==================== riscv_mem_arbiter
**src/rtl/riscv_arb_pkg.sv**
```systemverilog
// rtl/riscv_arb_pkg.sv - shared types and default widths for the main-memory arbiter
package riscv_arb_pkg;

   typedef enum logic [1:0] {
      IDLE,
      BUSY,
      DONE
   } arb_state_e;

   typedef enum logic {
      ARB_ICACHE,
      ARB_DCACHE
   } arb_id_e;

   localparam int ARB_ADDR_W  = 64;
   localparam int ARB_LINE_W  = 128;
   localparam int ARB_TIMEOUT = 255;

endpackage

```
**src/rtl/riscv_arb_wdt.sv**
```systemverilog
// rtl/riscv_arb_wdt.sv - busy-cycle watchdog; expire is high in the TIMEOUT-th enabled cycle
module riscv_arb_wdt
   import riscv_arb_pkg::*;
#(
   parameter int TIMEOUT = ARB_TIMEOUT
) (
   input  logic clk,
   input  logic rst,
   input  logic clear,
   input  logic enable,
   output logic expire
);

   localparam int CNT_W = (TIMEOUT < 2) ? 1 : $clog2(TIMEOUT);
   localparam logic [CNT_W-1:0] LAST = CNT_W'(TIMEOUT - 1);

   logic [CNT_W-1:0] count;

   // count holds the number of enabled cycles already completed
   assign expire = enable && (count == LAST);

   always_ff @(posedge clk) begin
      if (rst || clear) begin
         count <= '0;
      end else if (enable && !expire) begin
         count <= count + 1'b1;
      end
   end

endmodule

```
**src/rtl/riscv_mem_arbiter.sv**
```systemverilog
// rtl/riscv_mem_arbiter.sv - I/D cache arbiter for one main-memory line port
// Optional: RISCV_ARB_ROUND_ROBIN_EN selects round-robin instead of D-over-I priority.
module riscv_mem_arbiter
   import riscv_arb_pkg::*;
#(
   parameter int ADDR_W  = ARB_ADDR_W,
   parameter int LINE_W  = ARB_LINE_W,
   parameter int TIMEOUT = ARB_TIMEOUT
) (
   input  logic              i_riscv_arb_clk,
   input  logic              i_riscv_arb_rst,
   input  logic              i_riscv_arb_icache_req,
   input  logic [ADDR_W-1:0] i_riscv_arb_icache_addr,
   output logic              o_riscv_arb_icache_ack,
   output logic [LINE_W-1:0] o_riscv_arb_icache_rdata,
   input  logic              i_riscv_arb_dcache_req,
   input  logic              i_riscv_arb_dcache_we,
   input  logic [ADDR_W-1:0] i_riscv_arb_dcache_addr,
   input  logic [LINE_W-1:0] i_riscv_arb_dcache_wdata,
   output logic              o_riscv_arb_dcache_ack,
   output logic [LINE_W-1:0] o_riscv_arb_dcache_rdata,
   output logic              o_riscv_arb_mem_req,
   output logic              o_riscv_arb_mem_we,
   output logic [ADDR_W-1:0] o_riscv_arb_mem_addr,
   output logic [LINE_W-1:0] o_riscv_arb_mem_wdata,
   input  logic              i_riscv_arb_mem_ack,
   input  logic [LINE_W-1:0] i_riscv_arb_mem_rdata,
   output logic              o_riscv_arb_timeout
);

   arb_state_e state;
   arb_id_e    winner;
   logic       any_req;
   logic       grant_dcache;
   logic       wdt_clear;
   logic       wdt_enable;
   logic       wdt_expire;

   assign any_req = i_riscv_arb_icache_req | i_riscv_arb_dcache_req;

`ifdef RISCV_ARB_ROUND_ROBIN_EN
   logic rr_icache_next;

   // on a tie the pointer picks the side that lost the previous grant
   assign grant_dcache = i_riscv_arb_dcache_req &
                         (!i_riscv_arb_icache_req | !rr_icache_next);

   always_ff @(posedge i_riscv_arb_clk) begin
      if (i_riscv_arb_rst) begin
         rr_icache_next <= 1'b1;
      end else if ((state == IDLE) && any_req) begin
         rr_icache_next <= grant_dcache;
      end
   end
`else
   assign grant_dcache = i_riscv_arb_dcache_req;
`endif

   assign wdt_enable = (state == BUSY);
   assign wdt_clear  = (state != BUSY);

   riscv_arb_wdt #(
      .TIMEOUT (TIMEOUT)
   ) u_wdt (
      .clk    (i_riscv_arb_clk),
      .rst    (i_riscv_arb_rst),
      .clear  (wdt_clear),
      .enable (wdt_enable),
      .expire (wdt_expire)
   );

   always_ff @(posedge i_riscv_arb_clk) begin
      if (i_riscv_arb_rst) begin
         state                    <= IDLE;
         winner                   <= ARB_ICACHE;
         o_riscv_arb_mem_req      <= 1'b0;
         o_riscv_arb_mem_we       <= 1'b0;
         o_riscv_arb_mem_addr     <= '0;
         o_riscv_arb_mem_wdata    <= '0;
         o_riscv_arb_icache_ack   <= 1'b0;
         o_riscv_arb_dcache_ack   <= 1'b0;
         o_riscv_arb_icache_rdata <= '0;
         o_riscv_arb_dcache_rdata <= '0;
         o_riscv_arb_timeout      <= 1'b0;
      end else begin
         o_riscv_arb_icache_ack <= 1'b0;
         o_riscv_arb_dcache_ack <= 1'b0;
         case (state)
            IDLE: begin
               if (any_req) begin
                  if (grant_dcache) begin
                     winner                <= ARB_DCACHE;
                     o_riscv_arb_mem_we    <= i_riscv_arb_dcache_we;
                     o_riscv_arb_mem_addr  <= i_riscv_arb_dcache_addr;
                     o_riscv_arb_mem_wdata <= i_riscv_arb_dcache_wdata;
                  end else begin
                     winner                <= ARB_ICACHE;
                     o_riscv_arb_mem_we    <= 1'b0;
                     o_riscv_arb_mem_addr  <= i_riscv_arb_icache_addr;
                     o_riscv_arb_mem_wdata <= '0;
                  end
                  o_riscv_arb_mem_req <= 1'b1;
                  state               <= BUSY;
               end
            end
            BUSY: begin
               // a memory ack in the expiry cycle still completes normally
               if (i_riscv_arb_mem_ack) begin
                  o_riscv_arb_mem_req <= 1'b0;
                  state               <= DONE;
                  if (winner == ARB_DCACHE) begin
                     o_riscv_arb_dcache_ack <= 1'b1;
                     if (!o_riscv_arb_mem_we) begin
                        o_riscv_arb_dcache_rdata <= i_riscv_arb_mem_rdata;
                     end
                  end else begin
                     o_riscv_arb_icache_ack   <= 1'b1;
                     o_riscv_arb_icache_rdata <= i_riscv_arb_mem_rdata;
                  end
               end else if (wdt_expire) begin
                  o_riscv_arb_mem_req <= 1'b0;
                  o_riscv_arb_timeout <= 1'b1;
                  state               <= DONE;
                  if (winner == ARB_DCACHE) begin
                     o_riscv_arb_dcache_ack   <= 1'b1;
                     o_riscv_arb_dcache_rdata <= '0;
                  end else begin
                     o_riscv_arb_icache_ack   <= 1'b1;
                     o_riscv_arb_icache_rdata <= '0;
                  end
               end
            end
            DONE: begin
               state <= IDLE;
            end
            default: begin
               state <= IDLE;
            end
         endcase
      end
   end

endmodule
```
**config.mk**
```make
export PLATFORM = sky130hd
export DESIGN_NAME = riscv_mem_arbiter
export DESIGN_NICKNAME = d
export VERILOG_FILES = /design/src/rtl/riscv_arb_pkg.sv /design/src/rtl/riscv_arb_wdt.sv /design/src/rtl/riscv_mem_arbiter.sv
export SDC_FILE = /design/constraint.sdc
export NUM_CORES = 1
export LEC_CHECK = 0
export CAP_MARGIN = 5
export CORE_AREA = 2 2 324 326
export CTS_CLUSTER_DIAMETER = 30
export DETAILED_ROUTE_END_ITERATION = 10
export DIE_AREA = 0 0 326 328
export DONT_BUFFER_PORTS = 1
export PLACE_DENSITY = 0.33
export SLEW_MARGIN = 20
export SYNTH_ARGS = -nofsm -noshare
export SYNTH_HDL_FRONTEND = slang
export SYNTH_SLANG_ARGS = --single-unit
export TNS_END_PERCENT = 1
```
**constraint.sdc**
```tcl
create_clock -name i_riscv_arb_clk -period 4.9 [get_ports i_riscv_arb_clk]
set_clock_uncertainty 0.1 [all_clocks]
set_input_delay 0.98 -clock i_riscv_arb_clk [delete_from_list [all_inputs] [get_ports i_riscv_arb_clk]]
set_output_delay 0.98 -clock i_riscv_arb_clk [all_outputs]
set_load 0.02 [all_outputs]
```
==================== key_mode_ctrl
[src/rtl/key_mode_ctrl.sv]
// Push-button record/play controller: debounced keys drive a five-state mode FSM and sample addressing.
// Optional KEY_MODE_CTRL_LOOP_EN: reaching the end of a recording restarts playback instead of idling.
module key_mode_ctrl #(
  parameter int unsigned DB_LEN = 7,
  parameter int unsigned ADDR_W = 18
) (
  input  logic              CLK50,
  input  logic              RST,
  input  logic [3:0]        KEY,
  input  logic              sample_tick,
  output logic [2:0]        mode,
  output logic [ADDR_W-1:0] addr,
  output logic              wr_en,
  output logic              rd_en,
  output logic              has_rec
);

  localparam int unsigned CW = $clog2(DB_LEN + 1);
  localparam logic [CW-1:0] CNT_MAX = CW'(DB_LEN);
  localparam logic [CW-1:0] CNT_EV  = CW'(DB_LEN - 1);
  localparam logic [ADDR_W-1:0] ADDR_MAX = '1;

  localparam logic [2:0] IDLE       = 3'd0;
  localparam logic [2:0] RECORD     = 3'd1;
  localparam logic [2:0] PLAY       = 3'd2;
  localparam logic [2:0] REC_PAUSE  = 3'd3;
  localparam logic [2:0] PLAY_PAUSE = 3'd4;

  logic [CW-1:0]     cnt_q [4];
  logic [3:0]        ev;
  logic              any_ev;
  logic              use_stop, use_pause, use_rec, use_play;
  logic [2:0]        mode_q, mode_d;
  logic [ADDR_W-1:0] addr_q, addr_d;
  logic [ADDR_W-1:0] end_addr_q, end_addr_d;
  logic              has_rec_q, has_rec_d;

  // One event per press: fires only on the edge the counter reaches saturation.
  always_comb begin
    for (int i = 0; i < 4; i++) begin
      ev[i] = !KEY[i] && (cnt_q[i] == CNT_EV);
    end
  end

  assign any_ev    = |ev;
  assign use_stop  = ev[3];
  assign use_pause = ev[2] && !ev[3];
  assign use_rec   = ev[0] && !ev[3] && !ev[2];
  assign use_play  = ev[1] && !ev[3] && !ev[2] && !ev[0];

  assign wr_en   = !RST && (mode_q == RECORD) && sample_tick && !any_ev;
  assign rd_en   = !RST && (mode_q == PLAY) && sample_tick && !any_ev;
  assign mode    = mode_q;
  assign addr    = addr_q;
  assign has_rec = has_rec_q;

  always_comb begin
    mode_d     = mode_q;
    addr_d     = addr_q;
    end_addr_d = end_addr_q;
    has_rec_d  = has_rec_q;
    case (mode_q)
      IDLE: begin
        if (use_rec) begin
          mode_d    = RECORD;
          addr_d    = '0;
          has_rec_d = 1'b0;
        end else if (use_play && has_rec_q) begin
          mode_d = PLAY;
          addr_d = '0;
        end
      end
      RECORD: begin
        if (use_stop) begin
          mode_d = IDLE;
          if (addr_q != '0) begin
            end_addr_d = addr_q - 1'b1;
            has_rec_d  = 1'b1;
          end else begin
            has_rec_d = 1'b0;
          end
        end else if (use_pause) begin
          mode_d = REC_PAUSE;
        end else if (wr_en) begin
          // Memory full: keep the final sample and stop without wrapping.
          if (addr_q == ADDR_MAX) begin
            mode_d     = IDLE;
            end_addr_d = ADDR_MAX;
            has_rec_d  = 1'b1;
          end else begin
            addr_d = addr_q + 1'b1;
          end
        end
      end
      PLAY: begin
        if (use_stop) begin
          mode_d = IDLE;
          addr_d = '0;
        end else if (use_pause) begin
          mode_d = PLAY_PAUSE;
        end else if (rd_en) begin
          if (addr_q == end_addr_q) begin
            addr_d = '0;
`ifdef KEY_MODE_CTRL_LOOP_EN
            mode_d = PLAY;
`else
            mode_d = IDLE;
`endif
          end else begin
            addr_d = addr_q + 1'b1;
          end
        end
      end
      REC_PAUSE: begin
        if (use_stop) begin
          mode_d = IDLE;
        end else if (use_pause) begin
          mode_d = RECORD;
        end
      end
      PLAY_PAUSE: begin
        if (use_stop) begin
          mode_d = IDLE;
        end else if (use_pause) begin
          mode_d = PLAY;
        end
      end
      default: mode_d = IDLE;
    endcase
  end

  always_ff @(posedge CLK50) begin
    if (RST) begin
      for (int i = 0; i < 4; i++) begin
        cnt_q[i] <= '0;
      end
      mode_q     <= IDLE;
      addr_q     <= '0;
      end_addr_q <= '0;
      has_rec_q  <= 1'b0;
    end else begin
      for (int i = 0; i < 4; i++) begin
        if (KEY[i]) begin
          cnt_q[i] <= '0;
        end else if (cnt_q[i] != CNT_MAX) begin
          cnt_q[i] <= cnt_q[i] + 1'b1;
        end
      end
      mode_q     <= mode_d;
      addr_q     <= addr_d;
      end_addr_q <= end_addr_d;
      has_rec_q  <= has_rec_d;
    end
  end

endmodule

[config.mk]
export PLATFORM = sky130hd
export DESIGN_NAME = key_mode_ctrl
export DESIGN_NICKNAME = d
export VERILOG_FILES = /design/src/rtl/key_mode_ctrl.sv
export SDC_FILE = /design/constraint.sdc
export NUM_CORES = 1
export LEC_CHECK = 0
export ABC_AREA = 1
export CAP_MARGIN = 15
export CORE_AREA = 5 5 107 109
export DETAILED_ROUTE_END_ITERATION = 8
export DIE_AREA = 0 0 112 114
export HOLD_SLACK_MARGIN = 0.1
export PLACE_DENSITY = 0.59
export SLEW_MARGIN = 10
export SYNTH_ARGS = -nofsm -noshare
export SYNTH_HDL_FRONTEND = slang
export SYNTH_SLANG_ARGS = --single-unit
export TNS_END_PERCENT = 20
[constraint.sdc]
create_clock -name CLK50 -period 2 [get_ports CLK50]
set_clock_uncertainty 0.2 [all_clocks]
set_input_delay 0.5 -clock CLK50 [delete_from_list [all_inputs] [get_ports CLK50]]
set_output_delay 0.5 -clock CLK50 [all_outputs]
set_load 0.02 [all_outputs]
==================== i2s_master_port
==> src/rtl/audio_pkg.sv <==
// Shared types and defaults for the I2S master-mode audio port.
package audio_pkg;

  typedef enum logic {
    IDLE = 1'b0,
    RUN  = 1'b1
  } port_state_t;

  localparam int unsigned DEF_SAMPLE_W = 16;
  localparam int unsigned DEF_SLOT_W   = 32;

  // Philips format: sample MSB follows LRCK change by one BCLK
  localparam int unsigned I2S_DELAY = 1;

endpackage

==> src/rtl/i2s_master_port_bclk_gen.sv <==
// BCLK divider: 50% duty bit clock plus single-cycle rise/fall ticks that
// fire in the cycle before the registered BCLK edge.
module bclk_gen #(
  parameter int unsigned HALF_DIV = 4
) (
  input  logic i_clk,
  input  logic i_rst_n,
  input  logic run,
  output logic o_BCLK,
  output logic rise_tick,
  output logic fall_tick
);

  localparam int unsigned DIV_W = (HALF_DIV > 1) ? $clog2(HALF_DIV) : 1;

  logic [DIV_W-1:0] div_q, div_d;
  logic             bclk_q, bclk_d;
  logic             half_done;

  always_comb begin
    half_done = run && (div_q == DIV_W'(HALF_DIV - 1));
    rise_tick = half_done && !bclk_q;
    fall_tick = half_done && bclk_q;
    div_d     = '0;
    bclk_d    = 1'b0;
    if (run) begin
      div_d  = half_done ? '0 : div_q + DIV_W'(1);
      bclk_d = half_done ? ~bclk_q : bclk_q;
    end
  end

  always_ff @(posedge i_clk or negedge i_rst_n) begin
    if (!i_rst_n) begin
      div_q  <= '0;
      bclk_q <= 1'b0;
    end else begin
      div_q  <= div_d;
      bclk_q <= bclk_d;
    end
  end

  assign o_BCLK = bclk_q;

endmodule

==> src/rtl/i2s_master_port.sv <==
// I2S master port: drives BCLK/LRCK, serialises a stereo DAC pair and
// captures the matching ADC pair in the same frame.
module i2s_master_port
  import audio_pkg::*;
#(
  parameter int unsigned HALF_DIV = 4,
  parameter int unsigned SAMPLE_W = DEF_SAMPLE_W,
  parameter int unsigned SLOT_W   = DEF_SLOT_W
) (
  input  logic                i_clk,
  input  logic                i_rst_n,
  input  logic                i_enable,
  input  logic [SAMPLE_W-1:0] i_left,
  input  logic [SAMPLE_W-1:0] i_right,
  input  logic                i_valid,
  output logic                o_ready,
  output logic                o_BCLK,
  output logic                o_LRCK,
  output logic                o_DACDAT,
  input  logic                i_ADCDAT,
  output logic [SAMPLE_W-1:0] o_adc_left,
  output logic [SAMPLE_W-1:0] o_adc_right,
  output logic                o_adc_valid,
  output logic                o_underrun
);

  localparam int unsigned FRAME_BITS = 2 * SLOT_W;
  localparam int unsigned IDX_W      = $clog2(FRAME_BITS);
  localparam int unsigned PAIR_W     = 2 * SAMPLE_W;

  port_state_t         state_q, state_d;
  logic [IDX_W-1:0]    idx_q, idx_d;
  logic [PAIR_W-1:0]   hold_q, hold_d;
  logic                full_q, full_d;
  logic                ready_q, ready_d;
  logic [PAIR_W-1:0]   tx_q, tx_d;
  logic [PAIR_W-1:0]   rx_q, rx_d;
  logic                dac_q, dac_d;
  logic                lrck_q, lrck_d;
  logic                under_q, under_d;
  logic                adcv_q, adcv_d;
  logic [SAMPLE_W-1:0] adcl_q, adcl_d;
  logic [SAMPLE_W-1:0] adcr_q, adcr_d;
  logic                run, rise_tick, fall_tick, frame_start, accept;

  // True when the frame bit index falls inside a slot's sample field
  function automatic logic is_data_bit(input logic [IDX_W-1:0] idx);
    logic [IDX_W-1:0] k;
    k = (idx >= IDX_W'(SLOT_W)) ? idx - IDX_W'(SLOT_W) : idx;
    return (k >= IDX_W'(I2S_DELAY)) && (k < IDX_W'(I2S_DELAY + SAMPLE_W));
  endfunction

  assign run = (state_q == RUN);

  bclk_gen #(.HALF_DIV(HALF_DIV)) u_bclk (
    .i_clk     (i_clk),
    .i_rst_n   (i_rst_n),
    .run       (run),
    .o_BCLK    (o_BCLK),
    .rise_tick (rise_tick),
    .fall_tick (fall_tick)
  );

  always_comb begin
    state_d     = state_q;
    idx_d       = idx_q;
    hold_d      = hold_q;
    full_d      = full_q;
    tx_d        = tx_q;
    rx_d        = rx_q;
    dac_d       = dac_q;
    lrck_d      = lrck_q;
    adcl_d      = adcl_q;
    adcr_d      = adcr_q;
    under_d     = 1'b0;
    adcv_d      = 1'b0;
    frame_start = 1'b0;
    accept      = i_valid && !full_q;

    case (state_q)
      IDLE: begin
        idx_d  = '0;
        dac_d  = 1'b0;
        lrck_d = 1'b0;
        if (i_enable) begin
          state_d     = RUN;
          frame_start = 1'b1;
        end
      end
      RUN: begin
        if (fall_tick) begin
          if (idx_q == IDX_W'(FRAME_BITS - 1)) begin
            adcl_d = rx_q[PAIR_W-1 -: SAMPLE_W];
            adcr_d = rx_q[SAMPLE_W-1:0];
            adcv_d = 1'b1;
            idx_d  = '0;
            dac_d  = 1'b0;
            lrck_d = 1'b0;
            if (i_enable) frame_start = 1'b1;
            else          state_d     = IDLE;
          end else begin
            idx_d  = idx_q + IDX_W'(1);
            lrck_d = (idx_d >= IDX_W'(SLOT_W));
            dac_d  = 1'b0;
            if (is_data_bit(idx_d)) begin
              dac_d = tx_q[PAIR_W-1];
              tx_d  = tx_q << 1;
            end
          end
        end
        // ADC bits are taken mid-bit, on the BCLK rising edge
        if (rise_tick && is_data_bit(idx_q)) begin
          rx_d = {rx_q[PAIR_W-2:0], i_ADCDAT};
        end
      end
      default: state_d = IDLE;
    endcase

    if (frame_start) begin
      if (full_q) begin
        tx_d   = hold_q;
        full_d = 1'b0;
      end else begin
        tx_d    = '0;
        under_d = 1'b1;
      end
    end

    // A pair accepted on a frame-start cycle waits for the next frame
    if (accept) begin
      hold_d = {i_left, i_right};
      full_d = 1'b1;
    end

    ready_d = !full_d;
  end

  always_ff @(posedge i_clk or negedge i_rst_n) begin
    if (!i_rst_n) begin
      state_q <= IDLE;
      idx_q   <= '0;
      hold_q  <= '0;
      full_q  <= 1'b0;
      ready_q <= 1'b1;
      tx_q    <= '0;
      rx_q    <= '0;
      dac_q   <= 1'b0;
      lrck_q  <= 1'b0;
      under_q <= 1'b0;
      adcv_q  <= 1'b0;
      adcl_q  <= '0;
      adcr_q  <= '0;
    end else begin
      state_q <= state_d;
      idx_q   <= idx_d;
      hold_q  <= hold_d;
      full_q  <= full_d;
      ready_q <= ready_d;
      tx_q    <= tx_d;
      rx_q    <= rx_d;
      dac_q   <= dac_d;
      lrck_q  <= lrck_d;
      under_q <= under_d;
      adcv_q  <= adcv_d;
      adcl_q  <= adcl_d;
      adcr_q  <= adcr_d;
    end
  end

  assign o_ready     = ready_q;
  assign o_LRCK      = lrck_q;
  assign o_DACDAT    = dac_q;
  assign o_underrun  = under_q;
  assign o_adc_valid = adcv_q;
  assign o_adc_left  = adcl_q;
  assign o_adc_right = adcr_q;

endmodule

==> config.mk <==
export PLATFORM = sky130hd
export DESIGN_NAME = i2s_master_port
export DESIGN_NICKNAME = d
export VERILOG_FILES = /design/src/rtl/audio_pkg.sv /design/src/rtl/i2s_master_port_bclk_gen.sv /design/src/rtl/i2s_master_port.sv
export SDC_FILE = /design/constraint.sdc
export NUM_CORES = 1
export LEC_CHECK = 0
export ABC_AREA = 1
export CORE_MARGIN = 4
export CORE_UTILIZATION = 31
export CTS_BUF_LIST = sky130_fd_sc_hd__clkbuf_8
export DETAILED_ROUTE_END_ITERATION = 10
export GPL_ROUTABILITY_DRIVEN = 0
export GPL_TIMING_DRIVEN = 0
export SKIP_LAST_GASP = 1
export SLEW_MARGIN = 20
export SYNTH_ARGS = -nofsm -noshare
export SYNTH_HDL_FRONTEND = slang
export SYNTH_SLANG_ARGS = --single-unit
==> constraint.sdc <==
create_clock -name i_clk -period 1.9 [get_ports i_clk]
set_input_delay 0.38 -clock i_clk [delete_from_list [all_inputs] [get_ports i_clk]]
set_output_delay 0.38 -clock i_clk [all_outputs]
set_load 0.01 [all_outputs]

==> gallery <==
M4 wires.
Supply wires on this layer in gray.
shot_01.png
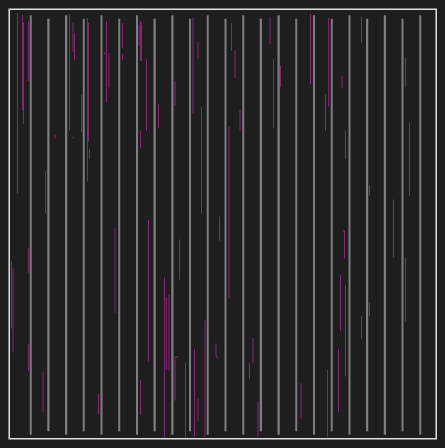
shot_02.png
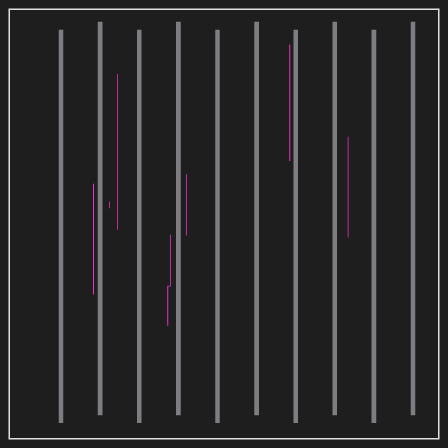
shot_03.png
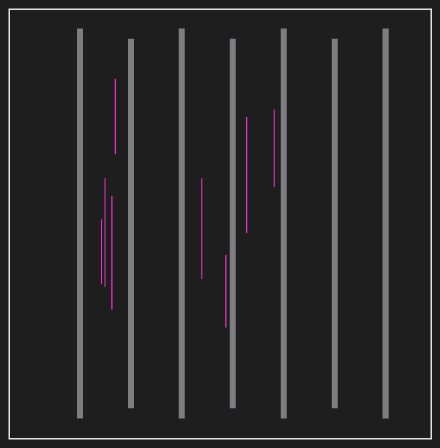
- i2s_master_port = shot_02.png
- key_mode_ctrl = shot_03.png
- riscv_mem_arbiter = shot_01.png

==> i2s_master_port/ff_map.png <==
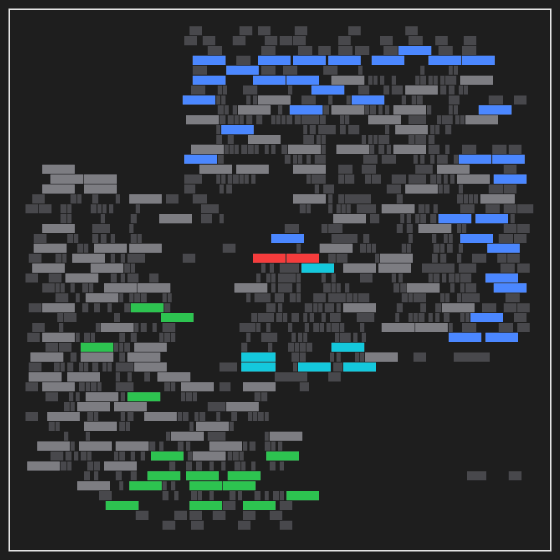
color	signal	placed flops
blue	hold_q	32
red	u_bclk.div_q	2
green	o_adc_right	16
cyan	idx_q	6
register area: 3610 um2
sequential power: 0.00307 W

==> qor.yml, i2s_master_port <==
critical_path:
  worst_setup_path_endpoint: "tx_q[25]"
  worstSetupPathType: "flop to flop"
  critical_path.top_delay_family: "simple AND/OR/NAND/NOR gates"
  crit_slowest_cell: "sky130_fd_sc_hd__dfrtp_2"
  critical_path.startpoint_type: "flop"
  biggest_fanout_along_the_worst_timing_path: 10
  critical_path.max_stage_delay_ns: 0.42
  r2r_cells: 12
  r2r-start: "idx_q[0]"
global_routing:
  use_met2_pct: 18.0
  met3_usage_pct: 4.51
  grt_usage_pct: 12.7
yosys:
  synth.yosys.num_cells: 644
  ys_top_cells_by_area: "sky130_fd_sc_hd__dfrtp_1 58%, sky130_fd_sc_hd__nand2_1 13%, sky130_fd_sc_hd__mux2_2 5.9%"
  dominant_synthesized_flop_cell: "sky130_fd_sc_hd__dfrtp_1"
  yosysMostFrequentCell: "sky130_fd_sc_hd__nand2_1"
  synthesized_netlist_cell_count: 644
cells_and_area:
  lay_top_count: "sky130_fd_sc_hd__nand2_1"
  fillerInstances: 1976
  top_regs: "hold_q (32), rx_q (32), tx_q (32)"
  n_antenna_cell: 0
  final_nets: 785
  finalCoreUtilization_pct: 39.7
route:
  detail_route.drc_violations: 0
  wl_met3_um: 728
  wl_met2_um: 5680
  drt.antenna.violating_nets: 0
  topRoutingLayerUsed: "met5"
placed_design:
  detailed_placer_s_ending_hpwl_um: 8630
  quantity_of_i_o_buffers_inserted_on_ports: 74
  detailed_place.area_um2: 7220
  preCtsSetupSlack_ns: -0.213
power_and_ir_drop:
  sw_frac_of_total_pct: 24.3
  total_power_w: 0.00547
  power_switching_w: 0.00133
  comb_power_share_pct: 2.8
  power-per-cell-area_nw_per_um2: 708
cts:
  cts-root-to-sink-buffers: 2
  worstSkewPairLatency_ns: 0.45
  post-cts-setup-buffers: 0
  clockRootBuffer: "sky130_fd_sc_hd__clkbuf_8"
  cts.sink_count: 144
floorplanning:
  die-area_um2: 22100
timing:
  clock.fmax_ghz: 0.564
  finalHoldWorstSlack_ns: 0.431
  clock-skew-final_ns: 0.0139
  period_needed_ns: 1.77
  finalWorstSetupSlack_ns: 0.127
outcome:
  outcome: "completed"
-- i2s_master_port: cell type report --
type	count	area (um2)	area share [%]
tap	265	332	4.29
sequential	144	3610	46.7
timing repair buffer	81	843	10.9
multi-input combinational	417	2160	28.0
clock buffer	19	262	3.39
clock inverter	13	101	1.31
inverter	47	176	2.28
buffer	35	239	3.10
-- i2s_master_port: cell families after synthesis --
kind of cell    after synthesis  share of synthesized area, %
compound gates              102                          9.02
xor+xnor                      1                         0.143
fa+ha+maj                     5                          1.02
buf+inv                      83                          6.46
flops                       144                          58.9
mux                          32                          5.89
simple gates                277                          18.6
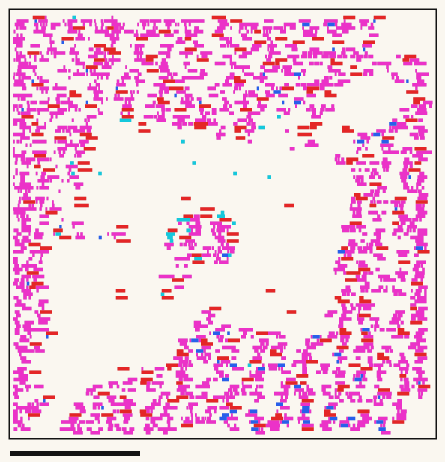
(riscv_mem_arbiter/sizing.png)
Bar = 100 um.
color	size	cells
cyan	x3 and x4	25
red	x6 and larger	227
blue	x2	71
magenta	x1 and smaller	2,109
Non-Clock Buffer Count: 22
layout-stage area growth over the synthesis result: 27.5%
post-route standard cell area excluding fillers: 27,200 um2

==> qor.yml, riscv_mem_arbiter <==
yosys:
  count_of_warnings_emitted_by_yosys: 0
  flops_out_of_synthesis: 464
  aoi_share_pct: 23.2
cells_and_area:
  multi_input_comb_cells: 1661
  num-nonclk-inverters: 3
  largest_cell_class: "combinational gates"
outcome:
  outcome: "finished with violations"
  violations: "max-slew violations"
timing:
  finalMaxSlewViolations: 263
  hold_violations: 0
  period_needed_ns: 3.02
route:
  wl_met2_um: 43800
global_routing:
  use_met2_pct: 26.3
  grt_usage_pct: 15.5
power_and_ir_drop:
  peakVddDrop_mv: 0.224
-- riscv_mem_arbiter: cells by family (layout without fill, tap and decap cells) --
kind of cell / Yosys count / in the layout
compound gates: 797 / 797
flops: 464 / 464
buf+inv: 270 / 307
fa+ha+maj: 2 / 2
simple gates: 667 / 667
mux: 195 / 195
other cells: 0 / 5
-- riscv_mem_arbiter: flip-flops by register name, indices dropped and copies added, names as in the netlist, 2 cells and up --
signal,cells
o_riscv_arb_mem_wdata,128
u_wdt.count,8
o_riscv_arb_icache_rdata,128
o_riscv_arb_dcache_rdata,128
o_riscv_arb_mem_addr,64
state,2
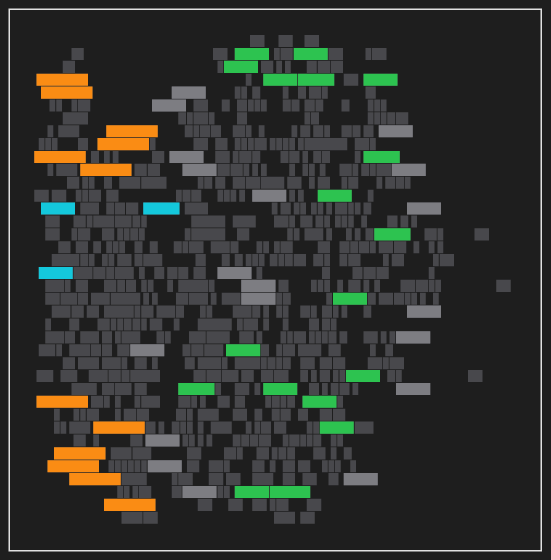
(key_mode_ctrl/ff_map.png)
color	signal	placed flops
orange	cnt_q	12
green	addr	18
cyan	mode	3
register area: 1170 um2
register share of the cell area: 23.6%
sequential power: 0.00114 W

==> qor.yml, key_mode_ctrl <==
outcome:
  outcome: "finished with violations"
  violations: "negative setup slack"
timing:
  period_needed_ns: 2.26
  finalWorstSetupSlack_ns: -0.260
  setup_violations: 39
critical_path:
  crit_path_most_repeated_cell: "sky130_fd_sc_hd__buf_6"
  critical_path.startpoint_type: "primary input"
  critical_path.startpoint: "KEY[1]"
  crit_buf_inv: 4
route:
  routed_wirelength_um: 10100
  detailed_router_iteration_count_before_antenna_repair: 4
yosys:
  aoi_share_pct: 7.71
  ys_top_cells_by_area: "sky130_fd_sc_hd__dfxtp_1 23%, sky130_fd_sc_hd__nor2_1 12%, sky130_fd_sc_hd__nand2_1 11%"
  yosysUniqueCellTypes: 36
  simple_gate_area_share_pct: 38.6
  yosysMostFrequentCell: "sky130_fd_sc_hd__nor2_1"
global_routing:
  grt_antenna_before_repair: 0
  grt_overflow: 0
  pin_count_of_the_biggest_net_entering_global_routing: 28
placed_design:
  gp_congestion: 0.858
-- key_mode_ctrl: where the power goes --
| group | leakage (nW) | total (W) | switching, W | internal [W] |
|---|---|---|---|---|
| logic | 1.87 | 0.00175 | 0.000959 | 0.000793 |
| clock network | 0.0455 | 0.000645 | 0.000361 | 0.000284 |
| registers | 0.471 | 0.00114 | 0.0000327 | 0.00111 |
-- key_mode_ctrl: layout make-up --
cell class / count / area share [%]
Sequential cell: 52 / 23.6
Clock buffer: 8 / 1.82
Timing Repair Buffer: 127 / 21.9
Tap cell: 140 / 3.53
Inverter: 63 / 4.97
Multi-Input combinational cell: 388 / 44.1


==> gallery <==
Clock distribution.
(a)
Bar = 20 um.
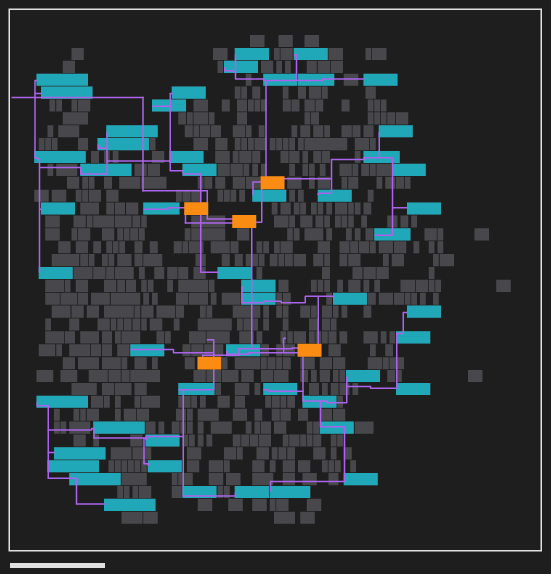
(b)
Bar = 50 um.
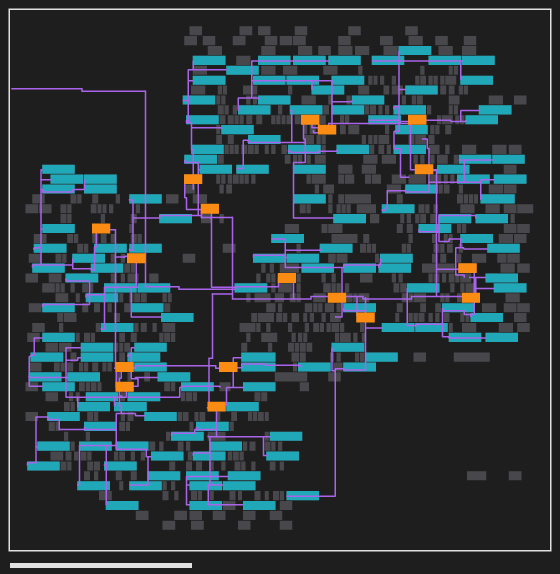
(c)
Bar = 100 um.
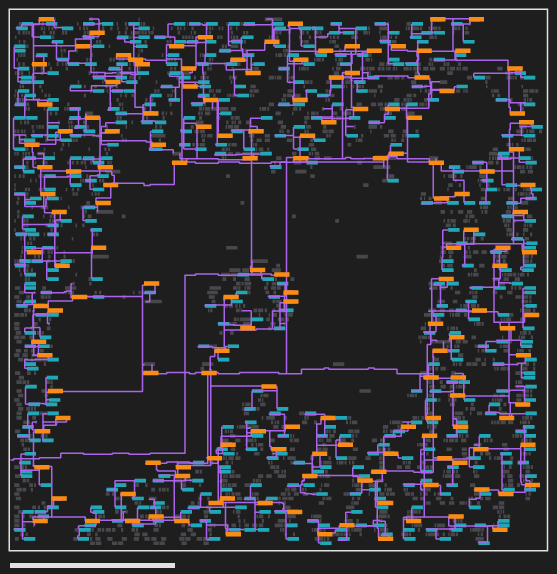
riscv_mem_arbiter: (c)
i2s_master_port: (b)
key_mode_ctrl: (a)
The one with the smallest die is (a).

Power figures rest on the tool's default switching activity, not on a simulated workload.
